# ---- hilo_div_ctrl_flat ----
### Sequential cells coloured by netlist name, hilo_div_ctrl_flat

Other sequential cells in the stronger grey, the rest of the logic in the fainter grey.
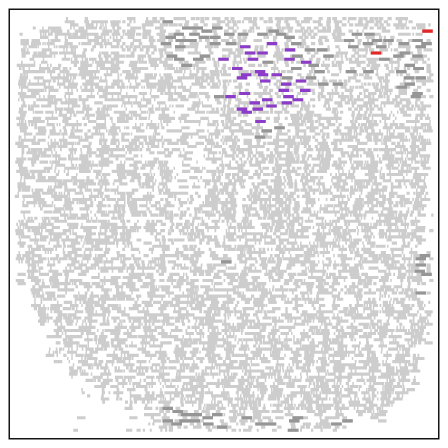

<file path="src/rtl/hilo_div_ctrl_pkg.sv">
// -----------------------------------------------------------------------------
// md_pkg: shared definitions for the HI/LO multiply/divide controller.
//   WIDTH       datapath width (HI/LO width; products are 2*WIDTH)
//   OP_W        width of the MD op code presented by EX
//   md_op_e     MD op codes driven by EX
//   md_state_e  controller FSM states
// -----------------------------------------------------------------------------
package md_pkg;

  localparam int WIDTH = 32;
  localparam int OP_W  = 3;

  typedef enum logic [OP_W-1:0] {
    MD_NOP   = 3'd0,
    MD_DIV   = 3'd1,
    MD_DIVU  = 3'd2,
    MD_MULT  = 3'd3,
    MD_MULTU = 3'd4,
    MD_MTHI  = 3'd5,
    MD_MTLO  = 3'd6
  } md_op_e;

  typedef enum logic [1:0] {
    ST_IDLE   = 2'd0,
    ST_LAUNCH = 2'd1,
    ST_WAIT   = 2'd2
  } md_state_e;

endpackage

</file>
<file path="src/rtl/hilo_div_ctrl_if.sv">
// -----------------------------------------------------------------------------
// hilo_div_ctrl_if: start/busy handshake between the HI/LO controller and the
// iterative divider.
//   div_start        one-cycle launch pulse (controller -> divider)
//   div_dividend     operand, held stable from start until done
//   div_divisor      operand, held stable from start until done
//   div_is_unsigned  1 for DIVU
//   div_quotient     result (divider -> controller)
//   div_remainder    result (divider -> controller)
//   div_busy         high the cycle after start until the result is ready
// Modports: master = controller side, slave = divider side.
// -----------------------------------------------------------------------------
interface hilo_div_ctrl_if #(
  parameter int WIDTH = 32
);
  logic             div_start;
  logic [WIDTH-1:0] div_dividend;
  logic [WIDTH-1:0] div_divisor;
  logic             div_is_unsigned;
  logic [WIDTH-1:0] div_quotient;
  logic [WIDTH-1:0] div_remainder;
  logic             div_busy;

  modport master (
    output div_start, div_dividend, div_divisor, div_is_unsigned,
    input  div_quotient, div_remainder, div_busy
  );

  modport slave (
    input  div_start, div_dividend, div_divisor, div_is_unsigned,
    output div_quotient, div_remainder, div_busy
  );
endinterface

</file>
<file path="src/rtl/hilo_div_ctrl_hilo_regs.sv">
// -----------------------------------------------------------------------------
// hilo_regs: architectural HI/LO registers with independent write ports and
// the MFHI/MFLO read mux. When i_byp_en is high the read mux returns the
// bypass values (divider result being written this cycle) instead of the
// registered contents.
//   i_hi_we/i_hi_wdata, i_lo_we/i_lo_wdata   write ports
//   i_byp_en, i_byp_hi, i_byp_lo              read bypass
//   i_mf_sel                                  0=LO, 1=HI
//   o_mf_data                                 selected value
//   o_hi, o_lo                                registered HI/LO
// -----------------------------------------------------------------------------
module hilo_regs #(
  parameter int WIDTH = 32
) (
  input  logic             clk,
  input  logic             resetn,
  input  logic             i_hi_we,
  input  logic [WIDTH-1:0] i_hi_wdata,
  input  logic             i_lo_we,
  input  logic [WIDTH-1:0] i_lo_wdata,
  input  logic             i_byp_en,
  input  logic [WIDTH-1:0] i_byp_hi,
  input  logic [WIDTH-1:0] i_byp_lo,
  input  logic             i_mf_sel,
  output logic [WIDTH-1:0] o_mf_data,
  output logic [WIDTH-1:0] o_hi,
  output logic [WIDTH-1:0] o_lo
);

  logic [WIDTH-1:0] r_hi;
  logic [WIDTH-1:0] r_lo;

  // NOTE: state is written with non-blocking assignments so every register
  // samples the pre-edge values; blocking here would create order-dependent races.
  always_ff @(posedge clk or negedge resetn) begin
    if (!resetn) begin
      r_hi <= '0;
      r_lo <= '0;
    end else begin
      if (i_hi_we) r_hi <= i_hi_wdata;
      if (i_lo_we) r_lo <= i_lo_wdata;
    end
  end

  assign o_hi      = r_hi;
  assign o_lo      = r_lo;
  assign o_mf_data = i_byp_en ? (i_mf_sel ? i_byp_hi : i_byp_lo)
                              : (i_mf_sel ? r_hi     : r_lo);

endmodule

</file>
<file path="src/rtl/hilo_div_ctrl.sv">
// -----------------------------------------------------------------------------
// hilo_div_ctrl: owns HI/LO and executes MD ops from EX.
//   MULT/MULTU and MTHI/MTLO complete at the accepting edge.
//   DIV/DIVU latch operands, pulse div_start for one cycle, then wait for the
//   divider's busy flag to fall and write HI=remainder, LO=quotient.
//   EX is stalled while a divide is pending and EX presents an MD op or MF read.
// Ports:
//   clk, resetn (async, active low)
//   i_md_valid, i_md_op, i_rs, i_rt   MD op from EX
//   i_mf_req, i_mf_sel, o_mf_data     MFHI/MFLO read
//   i_flush                           cancel presented/pending MD op
//   o_stall                           hold EX and earlier stages
//   o_hi, o_lo                        architectural HI/LO
//   div_if (master)                   divider start/busy handshake
// Configuration macro: HILO_BYPASS_EN -- when defined, an MF read pending on
// a divide is served from the divider result in the completion cycle.
// -----------------------------------------------------------------------------
module hilo_div_ctrl
  import md_pkg::*;
#(
  parameter int WIDTH = md_pkg::WIDTH,
  parameter int OP_W  = md_pkg::OP_W
) (
  input  logic              clk,
  input  logic              resetn,
  input  logic              i_md_valid,
  input  logic [OP_W-1:0]   i_md_op,
  input  logic [WIDTH-1:0]  i_rs,
  input  logic [WIDTH-1:0]  i_rt,
  input  logic              i_mf_req,
  input  logic              i_mf_sel,
  input  logic              i_flush,
  output logic [WIDTH-1:0]  o_mf_data,
  output logic              o_stall,
  output logic [WIDTH-1:0]  o_hi,
  output logic [WIDTH-1:0]  o_lo,
  hilo_div_ctrl_if.master   div_if
);

  md_state_e        r_state;
  logic             r_div_start;
  logic             r_is_unsigned;
  logic [WIDTH-1:0] r_dividend;
  logic [WIDTH-1:0] r_divisor;

  md_op_e           w_op;
  logic             w_accept;
  logic             w_is_div;
  logic             w_div_done;
  logic             w_byp_en;
  logic             w_mul_signed;
  logic [2*WIDTH-1:0] w_mul_a;
  logic [2*WIDTH-1:0] w_mul_b;
  logic [2*WIDTH-1:0] w_prod;
  logic             w_hi_we;
  logic             w_lo_we;
  logic [WIDTH-1:0] w_hi_wdata;
  logic [WIDTH-1:0] w_lo_wdata;

  assign w_op       = md_op_e'(i_md_op);
  assign w_accept   = (r_state == ST_IDLE) && i_md_valid && !i_flush;
  assign w_is_div   = (w_op == MD_DIV) || (w_op == MD_DIVU);
  // Busy is only meaningful from WAIT onward; the divider raises it the
  // cycle after start, so LAUNCH never looks at it.
  assign w_div_done = (r_state == ST_WAIT) && !div_if.div_busy && !i_flush;

  // Full 2*WIDTH product of the extended operands equals the signed (or
  // unsigned) product, so one multiplier serves both MULT and MULTU.
  assign w_mul_signed = (w_op == MD_MULT);
  assign w_mul_a = w_mul_signed ? {{WIDTH{i_rs[WIDTH-1]}}, i_rs} : {{WIDTH{1'b0}}, i_rs};
  assign w_mul_b = w_mul_signed ? {{WIDTH{i_rt[WIDTH-1]}}, i_rt} : {{WIDTH{1'b0}}, i_rt};
  assign w_prod  = w_mul_a * w_mul_b;

  always_ff @(posedge clk or negedge resetn) begin
    if (!resetn) begin
      r_state       <= ST_IDLE;
      r_div_start   <= 1'b0;
      r_is_unsigned <= 1'b0;
      r_dividend    <= '0;
      r_divisor     <= '0;
    end else begin
      r_div_start <= 1'b0;
      case (r_state)
        ST_IDLE: begin
          if (w_accept && w_is_div) begin
            r_dividend    <= i_rs;
            r_divisor     <= i_rt;
            r_is_unsigned <= (w_op == MD_DIVU);
            r_div_start   <= 1'b1;
            r_state       <= ST_LAUNCH;
          end
        end
        // The start pulse is already out; a flush here simply abandons it and
        // the next start will override the still-running divider.
        ST_LAUNCH: r_state <= i_flush ? ST_IDLE : ST_WAIT;
        ST_WAIT: begin
          if (i_flush || !div_if.div_busy) r_state <= ST_IDLE;
        end
        default: r_state <= ST_IDLE;
      endcase
    end
  end

  // NOTE: every output of a combinational block gets a default first, so no
  // path leaves a signal unassigned and no latch is inferred.
  always_comb begin
    w_hi_we    = 1'b0;
    w_lo_we    = 1'b0;
    w_hi_wdata = '0;
    w_lo_wdata = '0;
    if (w_accept) begin
      case (w_op)
        MD_MULT, MD_MULTU: begin
          w_hi_we    = 1'b1;
          w_lo_we    = 1'b1;
          w_hi_wdata = w_prod[2*WIDTH-1:WIDTH];
          w_lo_wdata = w_prod[WIDTH-1:0];
        end
        MD_MTHI: begin
          w_hi_we    = 1'b1;
          w_hi_wdata = i_rs;
        end
        MD_MTLO: begin
          w_lo_we    = 1'b1;
          w_lo_wdata = i_rs;
        end
        default: ;
      endcase
    end else if (w_div_done) begin
      w_hi_we    = 1'b1;
      w_lo_we    = 1'b1;
      w_hi_wdata = div_if.div_remainder;
      w_lo_wdata = div_if.div_quotient;
    end
  end

`ifdef HILO_BYPASS_EN
  assign w_byp_en = w_div_done;
`else
  assign w_byp_en = 1'b0;
`endif

  // An MD op still stalls in the completion cycle: the FSM is not in IDLE yet,
  // so it could not be accepted. Only the MF read can be released early.
  assign o_stall = (r_state != ST_IDLE) && (i_md_valid || (i_mf_req && !w_byp_en));

  assign div_if.div_start       = r_div_start;
  assign div_if.div_dividend    = r_dividend;
  assign div_if.div_divisor     = r_divisor;
  assign div_if.div_is_unsigned = r_is_unsigned;

  hilo_regs #(.WIDTH(WIDTH)) u_hilo_regs (
    .clk        (clk),
    .resetn     (resetn),
    .i_hi_we    (w_hi_we),
    .i_hi_wdata (w_hi_wdata),
    .i_lo_we    (w_lo_we),
    .i_lo_wdata (w_lo_wdata),
    .i_byp_en   (w_byp_en),
    .i_byp_hi   (div_if.div_remainder),
    .i_byp_lo   (div_if.div_quotient),
    .i_mf_sel   (i_mf_sel),
    .o_mf_data  (o_mf_data),
    .o_hi       (o_hi),
    .o_lo       (o_lo)
  );

endmodule

</file>
<file path="src/flat_wrapper.sv">
// flat-port wrapper written by rule: the top's interface ports become plain ports
module hilo_div_ctrl_flat import md_pkg::*;
#(
  parameter int WIDTH = md_pkg::WIDTH,
  parameter int OP_W  = md_pkg::OP_W
)
  (clk, resetn, i_md_valid, i_md_op, i_rs, i_rt, i_mf_req, i_mf_sel, i_flush, o_mf_data, o_stall, o_hi, o_lo, div_if_div_start, div_if_div_dividend, div_if_div_divisor, div_if_div_is_unsigned, div_if_div_quotient, div_if_div_remainder, div_if_div_busy);
  hilo_div_ctrl_if #(.WIDTH(WIDTH)) div_if_i ();
  input  logic clk;
  input  logic resetn;
  input  logic i_md_valid;
  input  logic [OP_W-1:0] i_md_op;
  input  logic [WIDTH-1:0] i_rs;
  input  logic [WIDTH-1:0] i_rt;
  input  logic i_mf_req;
  input  logic i_mf_sel;
  input  logic i_flush;
  output logic [WIDTH-1:0] o_mf_data;
  output logic o_stall;
  output logic [WIDTH-1:0] o_hi;
  output logic [WIDTH-1:0] o_lo;
  output wire logic [$bits(div_if_i.div_start)-1:0] div_if_div_start;
  output wire logic [$bits(div_if_i.div_dividend)-1:0] div_if_div_dividend;
  output wire logic [$bits(div_if_i.div_divisor)-1:0] div_if_div_divisor;
  output wire logic [$bits(div_if_i.div_is_unsigned)-1:0] div_if_div_is_unsigned;
  input wire logic [$bits(div_if_i.div_quotient)-1:0] div_if_div_quotient;
  input wire logic [$bits(div_if_i.div_remainder)-1:0] div_if_div_remainder;
  input wire logic [$bits(div_if_i.div_busy)-1:0] div_if_div_busy;
  assign div_if_div_start = div_if_i.div_start;
  assign div_if_div_dividend = div_if_i.div_dividend;
  assign div_if_div_divisor = div_if_i.div_divisor;
  assign div_if_div_is_unsigned = div_if_i.div_is_unsigned;
  assign div_if_i.div_quotient = div_if_div_quotient;
  assign div_if_i.div_remainder = div_if_div_remainder;
  assign div_if_i.div_busy = div_if_div_busy;
  hilo_div_ctrl #(.WIDTH(WIDTH), .OP_W(OP_W)) u_core (.clk(clk), .resetn(resetn), .i_md_valid(i_md_valid), .i_md_op(i_md_op), .i_rs(i_rs), .i_rt(i_rt), .i_mf_req(i_mf_req), .i_mf_sel(i_mf_sel), .i_flush(i_flush), .o_mf_data(o_mf_data), .o_stall(o_stall), .o_hi(o_hi), .o_lo(o_lo), .div_if(div_if_i));
endmodule
</file>
<file path="config.mk">
export PLATFORM = sky130hd
export DESIGN_NAME = hilo_div_ctrl_flat
export DESIGN_NICKNAME = d
export VERILOG_FILES = /design/src/rtl/hilo_div_ctrl_pkg.sv /design/src/rtl/hilo_div_ctrl_if.sv /design/src/rtl/hilo_div_ctrl_hilo_regs.sv /design/src/rtl/hilo_div_ctrl.sv /design/src/flat_wrapper.sv
export SDC_FILE = /design/constraint.sdc
export NUM_CORES = 2
export LEC_CHECK = 0
export CORE_MARGIN = 4
export CORE_UTILIZATION = 40
export CTS_CLUSTER_SIZE = 10
export DETAILED_ROUTE_END_ITERATION = 8
export PLACE_DENSITY_LB_ADDON = 0.05
export RECOVER_POWER = 100
export SETUP_SLACK_MARGIN = 0.5
export SKIP_LAST_GASP = 1
export SLEW_MARGIN = 15
export SYNTH_ARGS = -nofsm -noshare
export SYNTH_HDL_FRONTEND = slang
export SYNTH_SLANG_ARGS = --single-unit
</file>
<file path="constraint.sdc">
create_clock -name clk -period 7 [get_ports clk]
set_input_delay 0.7 -clock clk [delete_from_list [all_inputs] [get_ports clk]]
set_output_delay 0.7 -clock clk [all_outputs]
set_load 0.05 [all_outputs]
</file>
# ---- m2s_req_rsp_bridge_flat ----
--- config.mk ---
export PLATFORM = sky130hd
export DESIGN_NAME = m2s_req_rsp_bridge_flat
export DESIGN_NICKNAME = d
export VERILOG_FILES = /design/src/rtl/m2s_req_rsp_bridge_if.sv /design/src/rtl/m2s_req_rsp_bridge.sv /design/src/flat_wrapper.sv
export SDC_FILE = /design/constraint.sdc
export NUM_CORES = 1
export LEC_CHECK = 0
export CAP_MARGIN = 40
export CORE_UTILIZATION = 30
export DETAILED_ROUTE_END_ITERATION = 6
export GPL_TIMING_DRIVEN = 0
export PLACE_DENSITY = 0.54
export SYNTH_ARGS = -nofsm -noshare
export SYNTH_HDL_FRONTEND = slang
export SYNTH_SLANG_ARGS = --single-unit
export TNS_END_PERCENT = 100
--- constraint.sdc ---
create_clock -name clk -period 12.55 [get_ports clk]
set_input_delay 3.1375 -clock clk [delete_from_list [all_inputs] [get_ports clk]]
set_output_delay 3.1375 -clock clk [all_outputs]
set_load 0.01 [all_outputs]
--- src/rtl/m2s_req_rsp_bridge_if.sv ---
// Handshake bundle between the DP side, the bridge and the VPI co-simulation side.
// The bridge uses the slave modport; the surrounding environment uses master.
interface m2s_req_rsp_bridge_if #(
  parameter int TID_WIDTH  = 16,
  parameter int ADDR_WIDTH = 31,
  parameter int DATA_WIDTH = 32
);
  localparam int REQ_W = TID_WIDTH + 1 + ADDR_WIDTH + DATA_WIDTH;
  localparam int RSP_W = TID_WIDTH + DATA_WIDTH;

  logic             dp_req_valid;
  logic             dp_req_ready;
  logic [REQ_W-1:0] dp_req_data;
  logic             vpi_req_valid;
  logic             vpi_req_ready;
  logic [REQ_W-1:0] vpi_req_data;
  logic             vpi_rsp_valid;
  logic             vpi_rsp_ready;
  logic [RSP_W-1:0] vpi_rsp_data;
  logic             dp_rsp_valid;
  logic             dp_rsp_ready;
  logic [RSP_W-1:0] dp_rsp_data;

  modport slave (
    input  dp_req_valid, dp_req_data, vpi_req_ready,
    input  vpi_rsp_valid, vpi_rsp_data, dp_rsp_ready,
    output dp_req_ready, vpi_req_valid, vpi_req_data,
    output vpi_rsp_ready, dp_rsp_valid, dp_rsp_data
  );

  modport master (
    output dp_req_valid, dp_req_data, vpi_req_ready,
    output vpi_rsp_valid, vpi_rsp_data, dp_rsp_ready,
    input  dp_req_ready, vpi_req_valid, vpi_req_data,
    input  vpi_rsp_ready, dp_rsp_valid, dp_rsp_data
  );
endinterface

--- src/rtl/m2s_req_rsp_bridge.sv ---
// DP <-> VPI request/response bridge: two show-ahead FIFOs, outstanding limiter, sticky errors.
// Optional in-order TID tracker enabled by defining M2S_BRIDGE_TID_CHECK_EN.
module m2s_req_rsp_bridge #(
  parameter int TID_WIDTH       = 16,
  parameter int ADDR_WIDTH      = 31,
  parameter int DATA_WIDTH      = 32,
  parameter int REQ_DEPTH       = 16,
  parameter int RSP_DEPTH       = 16,
  parameter int MAX_OUTSTANDING = 8
) (
  input  logic                               clk,
  input  logic                               rst,
  m2s_req_rsp_bridge_if.slave                bus,
  output logic [$clog2(REQ_DEPTH):0]         req_count,
  output logic [$clog2(RSP_DEPTH):0]         rsp_count,
  output logic [$clog2(MAX_OUTSTANDING):0]   outstanding,
  input  logic                               err_clr,
  output logic                               err_drop,
  output logic                               err_orphan,
  output logic                               err_tid
);
  localparam int REQ_W  = TID_WIDTH + 1 + ADDR_WIDTH + DATA_WIDTH;
  localparam int RSP_W  = TID_WIDTH + DATA_WIDTH;
  localparam int REQ_AW = $clog2(REQ_DEPTH);
  localparam int RSP_AW = $clog2(RSP_DEPTH);
  localparam int OUT_W  = $clog2(MAX_OUTSTANDING) + 1;
  localparam logic [REQ_AW:0]  REQ_FULL = (REQ_AW + 1)'(REQ_DEPTH);
  localparam logic [RSP_AW:0]  RSP_FULL = (RSP_AW + 1)'(RSP_DEPTH);
  localparam logic [OUT_W-1:0] OUT_MAX  = OUT_W'(MAX_OUTSTANDING);

  logic [REQ_W-1:0]  r_reqMem [REQ_DEPTH];
  logic [REQ_AW-1:0] r_reqWr, r_reqRd;
  logic [REQ_AW:0]   r_reqCnt;
  logic [RSP_W-1:0]  r_rspMem [RSP_DEPTH];
  logic [RSP_AW-1:0] r_rspWr, r_rspRd;
  logic [RSP_AW:0]   r_rspCnt;
  logic [OUT_W-1:0]  r_outstanding;
  logic              r_errDrop, r_errOrphan;

  logic w_reqFull, w_reqEmpty, w_reqPush, w_reqPop;
  logic w_rspFull, w_rspEmpty, w_rspPush, w_rspPop;
  logic w_rspOrphan, w_rspRetire, w_dropSet;

  // Ready depends only on registered state, so a pop at full frees space one cycle later.
  assign w_reqFull          = (r_reqCnt == REQ_FULL);
  assign w_reqEmpty         = (r_reqCnt == '0);
  assign bus.dp_req_ready   = !w_reqFull && (r_outstanding < OUT_MAX);
  assign bus.vpi_req_valid  = !w_reqEmpty;
  assign bus.vpi_req_data   = r_reqMem[r_reqRd];
  assign w_reqPush          = bus.dp_req_valid && bus.dp_req_ready;
  assign w_reqPop           = !w_reqEmpty && bus.vpi_req_ready;

  assign w_rspFull          = (r_rspCnt == RSP_FULL);
  assign w_rspEmpty         = (r_rspCnt == '0);
  assign bus.vpi_rsp_ready  = !w_rspFull;
  assign bus.dp_rsp_valid   = !w_rspEmpty;
  assign bus.dp_rsp_data    = r_rspMem[r_rspRd];
  assign w_rspPush          = bus.vpi_rsp_valid && bus.vpi_rsp_ready;
  assign w_rspPop           = !w_rspEmpty && bus.dp_rsp_ready;

  assign w_rspOrphan = w_rspPush && (r_outstanding == '0);
  assign w_rspRetire = w_rspPush && !w_rspOrphan;
  assign w_dropSet   = (bus.dp_req_valid && !bus.dp_req_ready) ||
                       (bus.vpi_rsp_valid && !bus.vpi_rsp_ready);

  assign req_count   = r_reqCnt;
  assign rsp_count   = r_rspCnt;
  assign outstanding = r_outstanding;
  assign err_drop    = r_errDrop;
  assign err_orphan  = r_errOrphan;

  // Storage arrays are intentionally not reset.
  always_ff @(posedge clk) begin
    if (w_reqPush) r_reqMem[r_reqWr] <= bus.dp_req_data;
    if (w_rspPush) r_rspMem[r_rspWr] <= bus.vpi_rsp_data;
  end

  always_ff @(posedge clk or posedge rst) begin
    if (rst) begin
      r_reqWr  <= '0;
      r_reqRd  <= '0;
      r_reqCnt <= '0;
      r_rspWr  <= '0;
      r_rspRd  <= '0;
      r_rspCnt <= '0;
    end else begin
      if (w_reqPush) r_reqWr <= r_reqWr + 1'b1;
      if (w_reqPop)  r_reqRd <= r_reqRd + 1'b1;
      if (w_rspPush) r_rspWr <= r_rspWr + 1'b1;
      if (w_rspPop)  r_rspRd <= r_rspRd + 1'b1;
      case ({w_reqPush, w_reqPop})
        2'b10:   r_reqCnt <= r_reqCnt + 1'b1;
        2'b01:   r_reqCnt <= r_reqCnt - 1'b1;
        default: r_reqCnt <= r_reqCnt;
      endcase
      case ({w_rspPush, w_rspPop})
        2'b10:   r_rspCnt <= r_rspCnt + 1'b1;
        2'b01:   r_rspCnt <= r_rspCnt - 1'b1;
        default: r_rspCnt <= r_rspCnt;
      endcase
    end
  end

  // An orphan response never retires a request, so outstanding cannot underflow.
  always_ff @(posedge clk or posedge rst) begin
    if (rst) begin
      r_outstanding <= '0;
    end else begin
      case ({w_reqPush, w_rspRetire})
        2'b10:   r_outstanding <= r_outstanding + 1'b1;
        2'b01:   r_outstanding <= r_outstanding - 1'b1;
        default: r_outstanding <= r_outstanding;
      endcase
    end
  end

  // A set event in the same cycle takes priority over err_clr.
  always_ff @(posedge clk or posedge rst) begin
    if (rst) begin
      r_errDrop   <= 1'b0;
      r_errOrphan <= 1'b0;
    end else begin
      if (w_dropSet)        r_errDrop <= 1'b1;
      else if (err_clr)     r_errDrop <= 1'b0;
      if (w_rspOrphan)      r_errOrphan <= 1'b1;
      else if (err_clr)     r_errOrphan <= 1'b0;
    end
  end

`ifdef M2S_BRIDGE_TID_CHECK_EN
  localparam int TRK_AW = (MAX_OUTSTANDING > 1) ? $clog2(MAX_OUTSTANDING) : 1;
  localparam logic [TRK_AW-1:0] TRK_LAST = TRK_AW'(MAX_OUTSTANDING - 1);

  logic [TID_WIDTH-1:0] r_trkMem [MAX_OUTSTANDING];
  logic [TRK_AW-1:0]    r_trkWr, r_trkRd;
  logic                 r_errTid;
  logic                 w_tidMismatch;

  // Tracker occupancy equals outstanding, so the limiter already prevents overflow.
  assign w_tidMismatch = w_rspRetire &&
                         (bus.vpi_rsp_data[RSP_W-1 -: TID_WIDTH] != r_trkMem[r_trkRd]);
  assign err_tid       = r_errTid;

  always_ff @(posedge clk) begin
    if (w_reqPush) r_trkMem[r_trkWr] <= bus.dp_req_data[REQ_W-1 -: TID_WIDTH];
  end

  always_ff @(posedge clk or posedge rst) begin
    if (rst) begin
      r_trkWr  <= '0;
      r_trkRd  <= '0;
      r_errTid <= 1'b0;
    end else begin
      if (w_reqPush)   r_trkWr <= (r_trkWr == TRK_LAST) ? '0 : r_trkWr + 1'b1;
      if (w_rspRetire) r_trkRd <= (r_trkRd == TRK_LAST) ? '0 : r_trkRd + 1'b1;
      if (w_tidMismatch) r_errTid <= 1'b1;
      else if (err_clr)  r_errTid <= 1'b0;
    end
  end
`else
  assign err_tid = 1'b0;
`endif
endmodule

--- src/flat_wrapper.sv ---
// flat-port wrapper written by rule: the top's interface ports become plain ports
module m2s_req_rsp_bridge_flat 
#(
  parameter int TID_WIDTH       = 16,
  parameter int ADDR_WIDTH      = 31,
  parameter int DATA_WIDTH      = 32,
  parameter int REQ_DEPTH       = 16,
  parameter int RSP_DEPTH       = 16,
  parameter int MAX_OUTSTANDING = 8
)
  (clk, rst, req_count, rsp_count, outstanding, err_clr, err_drop, err_orphan, err_tid, bus_dp_req_valid, bus_dp_req_data, bus_vpi_req_ready, bus_vpi_rsp_valid, bus_vpi_rsp_data, bus_dp_rsp_ready, bus_dp_req_ready, bus_vpi_req_valid, bus_vpi_req_data, bus_vpi_rsp_ready, bus_dp_rsp_valid, bus_dp_rsp_data);
  m2s_req_rsp_bridge_if #(.TID_WIDTH(TID_WIDTH), .ADDR_WIDTH(ADDR_WIDTH), .DATA_WIDTH(DATA_WIDTH)) bus_i ();
  input  logic clk;
  input  logic rst;
  output logic [$clog2(REQ_DEPTH):0] req_count;
  output logic [$clog2(RSP_DEPTH):0] rsp_count;
  output logic [$clog2(MAX_OUTSTANDING):0] outstanding;
  input  logic err_clr;
  output logic err_drop;
  output logic err_orphan;
  output logic err_tid;
  input wire logic [$bits(bus_i.dp_req_valid)-1:0] bus_dp_req_valid;
  input wire logic [$bits(bus_i.dp_req_data)-1:0] bus_dp_req_data;
  input wire logic [$bits(bus_i.vpi_req_ready)-1:0] bus_vpi_req_ready;
  input wire logic [$bits(bus_i.vpi_rsp_valid)-1:0] bus_vpi_rsp_valid;
  input wire logic [$bits(bus_i.vpi_rsp_data)-1:0] bus_vpi_rsp_data;
  input wire logic [$bits(bus_i.dp_rsp_ready)-1:0] bus_dp_rsp_ready;
  output wire logic [$bits(bus_i.dp_req_ready)-1:0] bus_dp_req_ready;
  output wire logic [$bits(bus_i.vpi_req_valid)-1:0] bus_vpi_req_valid;
  output wire logic [$bits(bus_i.vpi_req_data)-1:0] bus_vpi_req_data;
  output wire logic [$bits(bus_i.vpi_rsp_ready)-1:0] bus_vpi_rsp_ready;
  output wire logic [$bits(bus_i.dp_rsp_valid)-1:0] bus_dp_rsp_valid;
  output wire logic [$bits(bus_i.dp_rsp_data)-1:0] bus_dp_rsp_data;
  assign bus_i.dp_req_valid = bus_dp_req_valid;
  assign bus_i.dp_req_data = bus_dp_req_data;
  assign bus_i.vpi_req_ready = bus_vpi_req_ready;
  assign bus_i.vpi_rsp_valid = bus_vpi_rsp_valid;
  assign bus_i.vpi_rsp_data = bus_vpi_rsp_data;
  assign bus_i.dp_rsp_ready = bus_dp_rsp_ready;
  assign bus_dp_req_ready = bus_i.dp_req_ready;
  assign bus_vpi_req_valid = bus_i.vpi_req_valid;
  assign bus_vpi_req_data = bus_i.vpi_req_data;
  assign bus_vpi_rsp_ready = bus_i.vpi_rsp_ready;
  assign bus_dp_rsp_valid = bus_i.dp_rsp_valid;
  assign bus_dp_rsp_data = bus_i.dp_rsp_data;
  m2s_req_rsp_bridge #(.TID_WIDTH(TID_WIDTH), .ADDR_WIDTH(ADDR_WIDTH), .DATA_WIDTH(DATA_WIDTH), .REQ_DEPTH(REQ_DEPTH), .RSP_DEPTH(RSP_DEPTH), .MAX_OUTSTANDING(MAX_OUTSTANDING)) u_core (.clk(clk), .rst(rst), .bus(bus_i), .req_count(req_count), .rsp_count(rsp_count), .outstanding(outstanding), .err_clr(err_clr), .err_drop(err_drop), .err_orphan(err_orphan), .err_tid(err_tid));
endmodule
### Clock wires, drivers and flops, m2s_req_rsp_bridge_flat

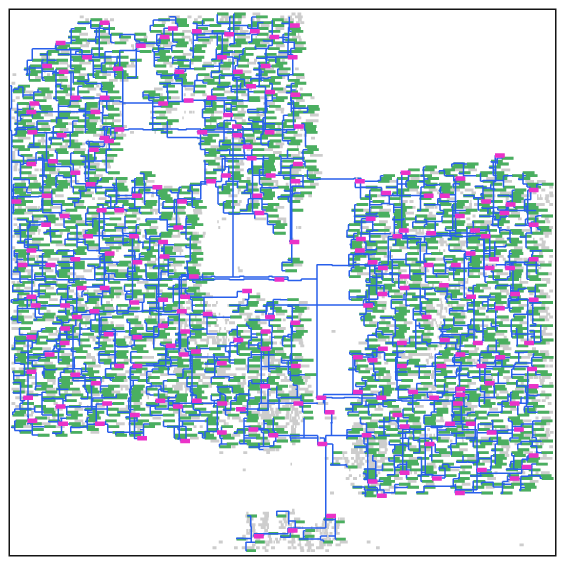
Blue marks clock wires, length 25.0 mm. Green marks flip-flops, count 2080. Magenta marks cells driving clock nets, count 219.
Position of the flops: widely spread. There are 220 routed clock nets.
Layout Skew: 72.9 ps

### Placement view, m2s_req_rsp_bridge_flat

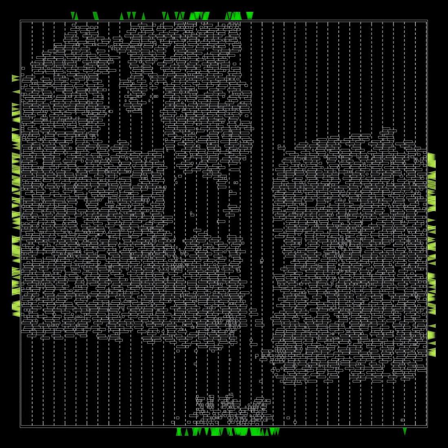
tap cell count: 3496
number of placement rows: 187

==> flow.log, m2s_req_rsp_bridge_flat <==
[report] implementation figures
[metrics] setup violators final: 0
[metrics] share of the core filled by cells before placement: between 30% and 40%
[metrics] sort of element at the start of the critical path: flop
[metrics] sinks on the clock net: around 2.1k
[metrics] number of antenna violations at the first check in global routing: 47
[metrics] status: finished, final reports clean
[metrics] Yosys top cell by area: edfxtp_1
[metrics] launching point of the worst reg2reg path: u_core.req_count[1]$_DFFE_PP0P_
[metrics] clock distribution area overhead in the final layout: under 10%
[metrics] starting DRC count in detailed routing: ~3.4k
[metrics] flip-flop count of the largest register after layout: between 1k and 1.5k
[metrics] CP max FO: 10
[metrics] wire length of the first global-routing pass: 289 mm
[metrics] count of buffers inserted at the top-level ports: approximately 280
[metrics] number of unique standard cell types used by synthesis: 51
[metrics] #FFs+latches synth: roughly 2.1k
[metrics] total negative slack for setup checks: 0 ps
[metrics] area enclosed by the die boundary: about 260000 um^2
[metrics] met3 WL: ~14 mm
[metrics] leading cell type by number of instances after synthesis: edfxtp_1
[metrics] Highest Signal Layer: met5
[metrics] max_slew headroom: between 30% and 40%
[metrics] type of the setup path with the least slack: flop to output port
[metrics] post-cts hold-fix buffer tally: 0
[metrics] finished layout cell area: about 95000 um^2
[metrics] worst skew pair latency: a little under 900 ps
[metrics] min setup slack post-route: between 5000 and 6000 ps
[metrics] R2R Setup Slk: between 9000 and 10000 ps
[metrics] top register by number of flip-flops: u_core.r_reqMem
[metrics] synthesized cell area: between 70000 and 80000 um^2
[metrics] half-perimeter wire length after detailed placement: about 130 mm
[metrics] vias after detailed routing: ~37k
[metrics] via/cell ratio: ~4.9
[metrics] most frequent logic cells in the routed design: edfxtp_1, mux4_2, clkdlybuf4s50_1
[metrics] Area growth syn-to-layout: 20.6%
[metrics] largest net degree at the start of global routing: 38
### Signal wires on met4, hilo_div_ctrl_flat

Bar = 100 um. Supply wires on this layer in grey.
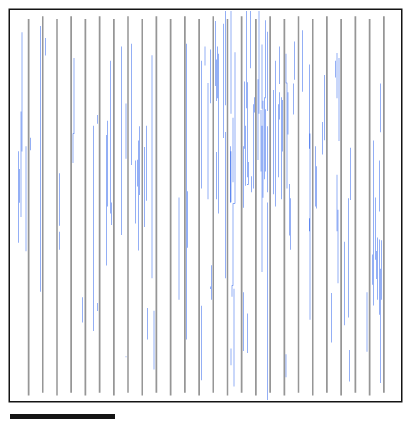
The wires run mostly vertical. 111 nets have wire on it. The layer holds 4.3% of the routed length. The longest straight run is 282 um. The layer carries 9060 um of wire.
vias after detailed routing: 41.9k
wire length reported by the detailed router: 209 mm

About 'Sequential cells coloured by netlist name' of hilo_div_ctrl_flat:
Red marks `u_core.r_state`, placed flops 2. Purple marks `u_core.u_hilo_regs.o_hi`, placed flops 32, where top middle.
Another 98 sequential cells are not coloured.

==> flow.log, hilo_div_ctrl_flat <==
[report] implementation figures
[metrics] status: complete, but fails checks
[metrics] Metal-1 WL: ~85 mm
[metrics] area enclosed by the die boundary: 139000 um^2
[metrics] clock input transition at the sequential cells of the worst setup and hold paths: around 70 ps
[metrics] met3 WL: 12.0 mm
[metrics] synthesized cell area: between 50000 and 60000 um^2
[metrics] final number of max-transition violations: roughly 260
[metrics] min setup slack post-route: -2030 ps
[metrics] ranking of synthesized cells by instance count: inv_1, fa_1, nand2_1, and2_1, ha_1
[metrics] Synthesized Nets: 7448
[metrics] number of clock buffer instances in the layout: 18
[metrics] main logic family after synthesis: adder cells
[metrics] global-route layer with the greatest usage: met2
[metrics] terminating pin of the worst hold path: u_core.div_if.div_dividend[17]$_DFFE_PN0P_
[metrics] number of remaining DRC errors: 0
[metrics] fill cell total of the finished layout: between 10k and 15k
[metrics] vias in the first global route: 46.9k
[metrics] max-cap violations: 6
[metrics] final non-filler cell total: about 8.4k
[metrics] half-perimeter wire length after detailed placement: ~170 mm
[metrics] aggregate global routing overflow: 0
[metrics] leading cell type in the layout, fill and taps excluded: inv_1
[metrics] max_slew headroom: -201%
[metrics] Top FF cell, synth: dfrtp_1
[metrics] via/cell ratio: ~5
[metrics] # Post-CTS Setup Buffers: roughly 160
[metrics] end of the worst register-to-register path: u_core.div_if.div_divisor[2]$_DFFE_PN0P_
[metrics] Critical Path End Type: flop
[metrics] failing checks: max-capacitance violations, max-slew violations, negative setup slack
[metrics] setup violators final: between 50 and 60
[metrics] # resized after CTS: approximately 430
[metrics] sort of element at the start of the critical path: input pin
[metrics] M3 GR Usage: between 4 and 5%
[metrics] post-detailed-route count of antenna-violating nets: 0
[metrics] GR met1 Demand/Resource: between 30% and 40%
[metrics] number of logged tool warnings: 31
[metrics] start point of the worst min-delay path: u_core.div_if.div_dividend[17]$_DFFE_PN0P_

==> gallery <==
Signal metal coverage by tile.
panel A
Bar = 200 um. The die is cut into 26 by 26 equal tiles; dark purple is low, yellow is high, scaled to the fullest tile. Values are wire area over tile area, all layers added.
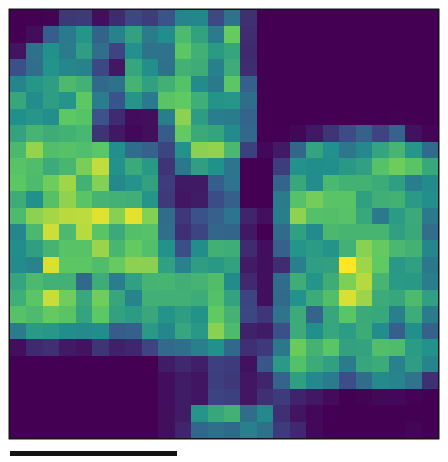
panel B
Bar = 100 um. The die is cut into 37 by 37 equal tiles; dark purple is low, yellow is high, scaled to the fullest tile. Values are wire area over tile area, all layers added.
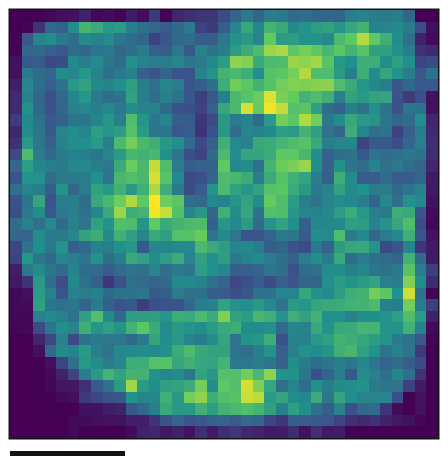
- hilo_div_ctrl_flat = panel B
- m2s_req_rsp_bridge_flat = panel A
Of these, largest die: panel A


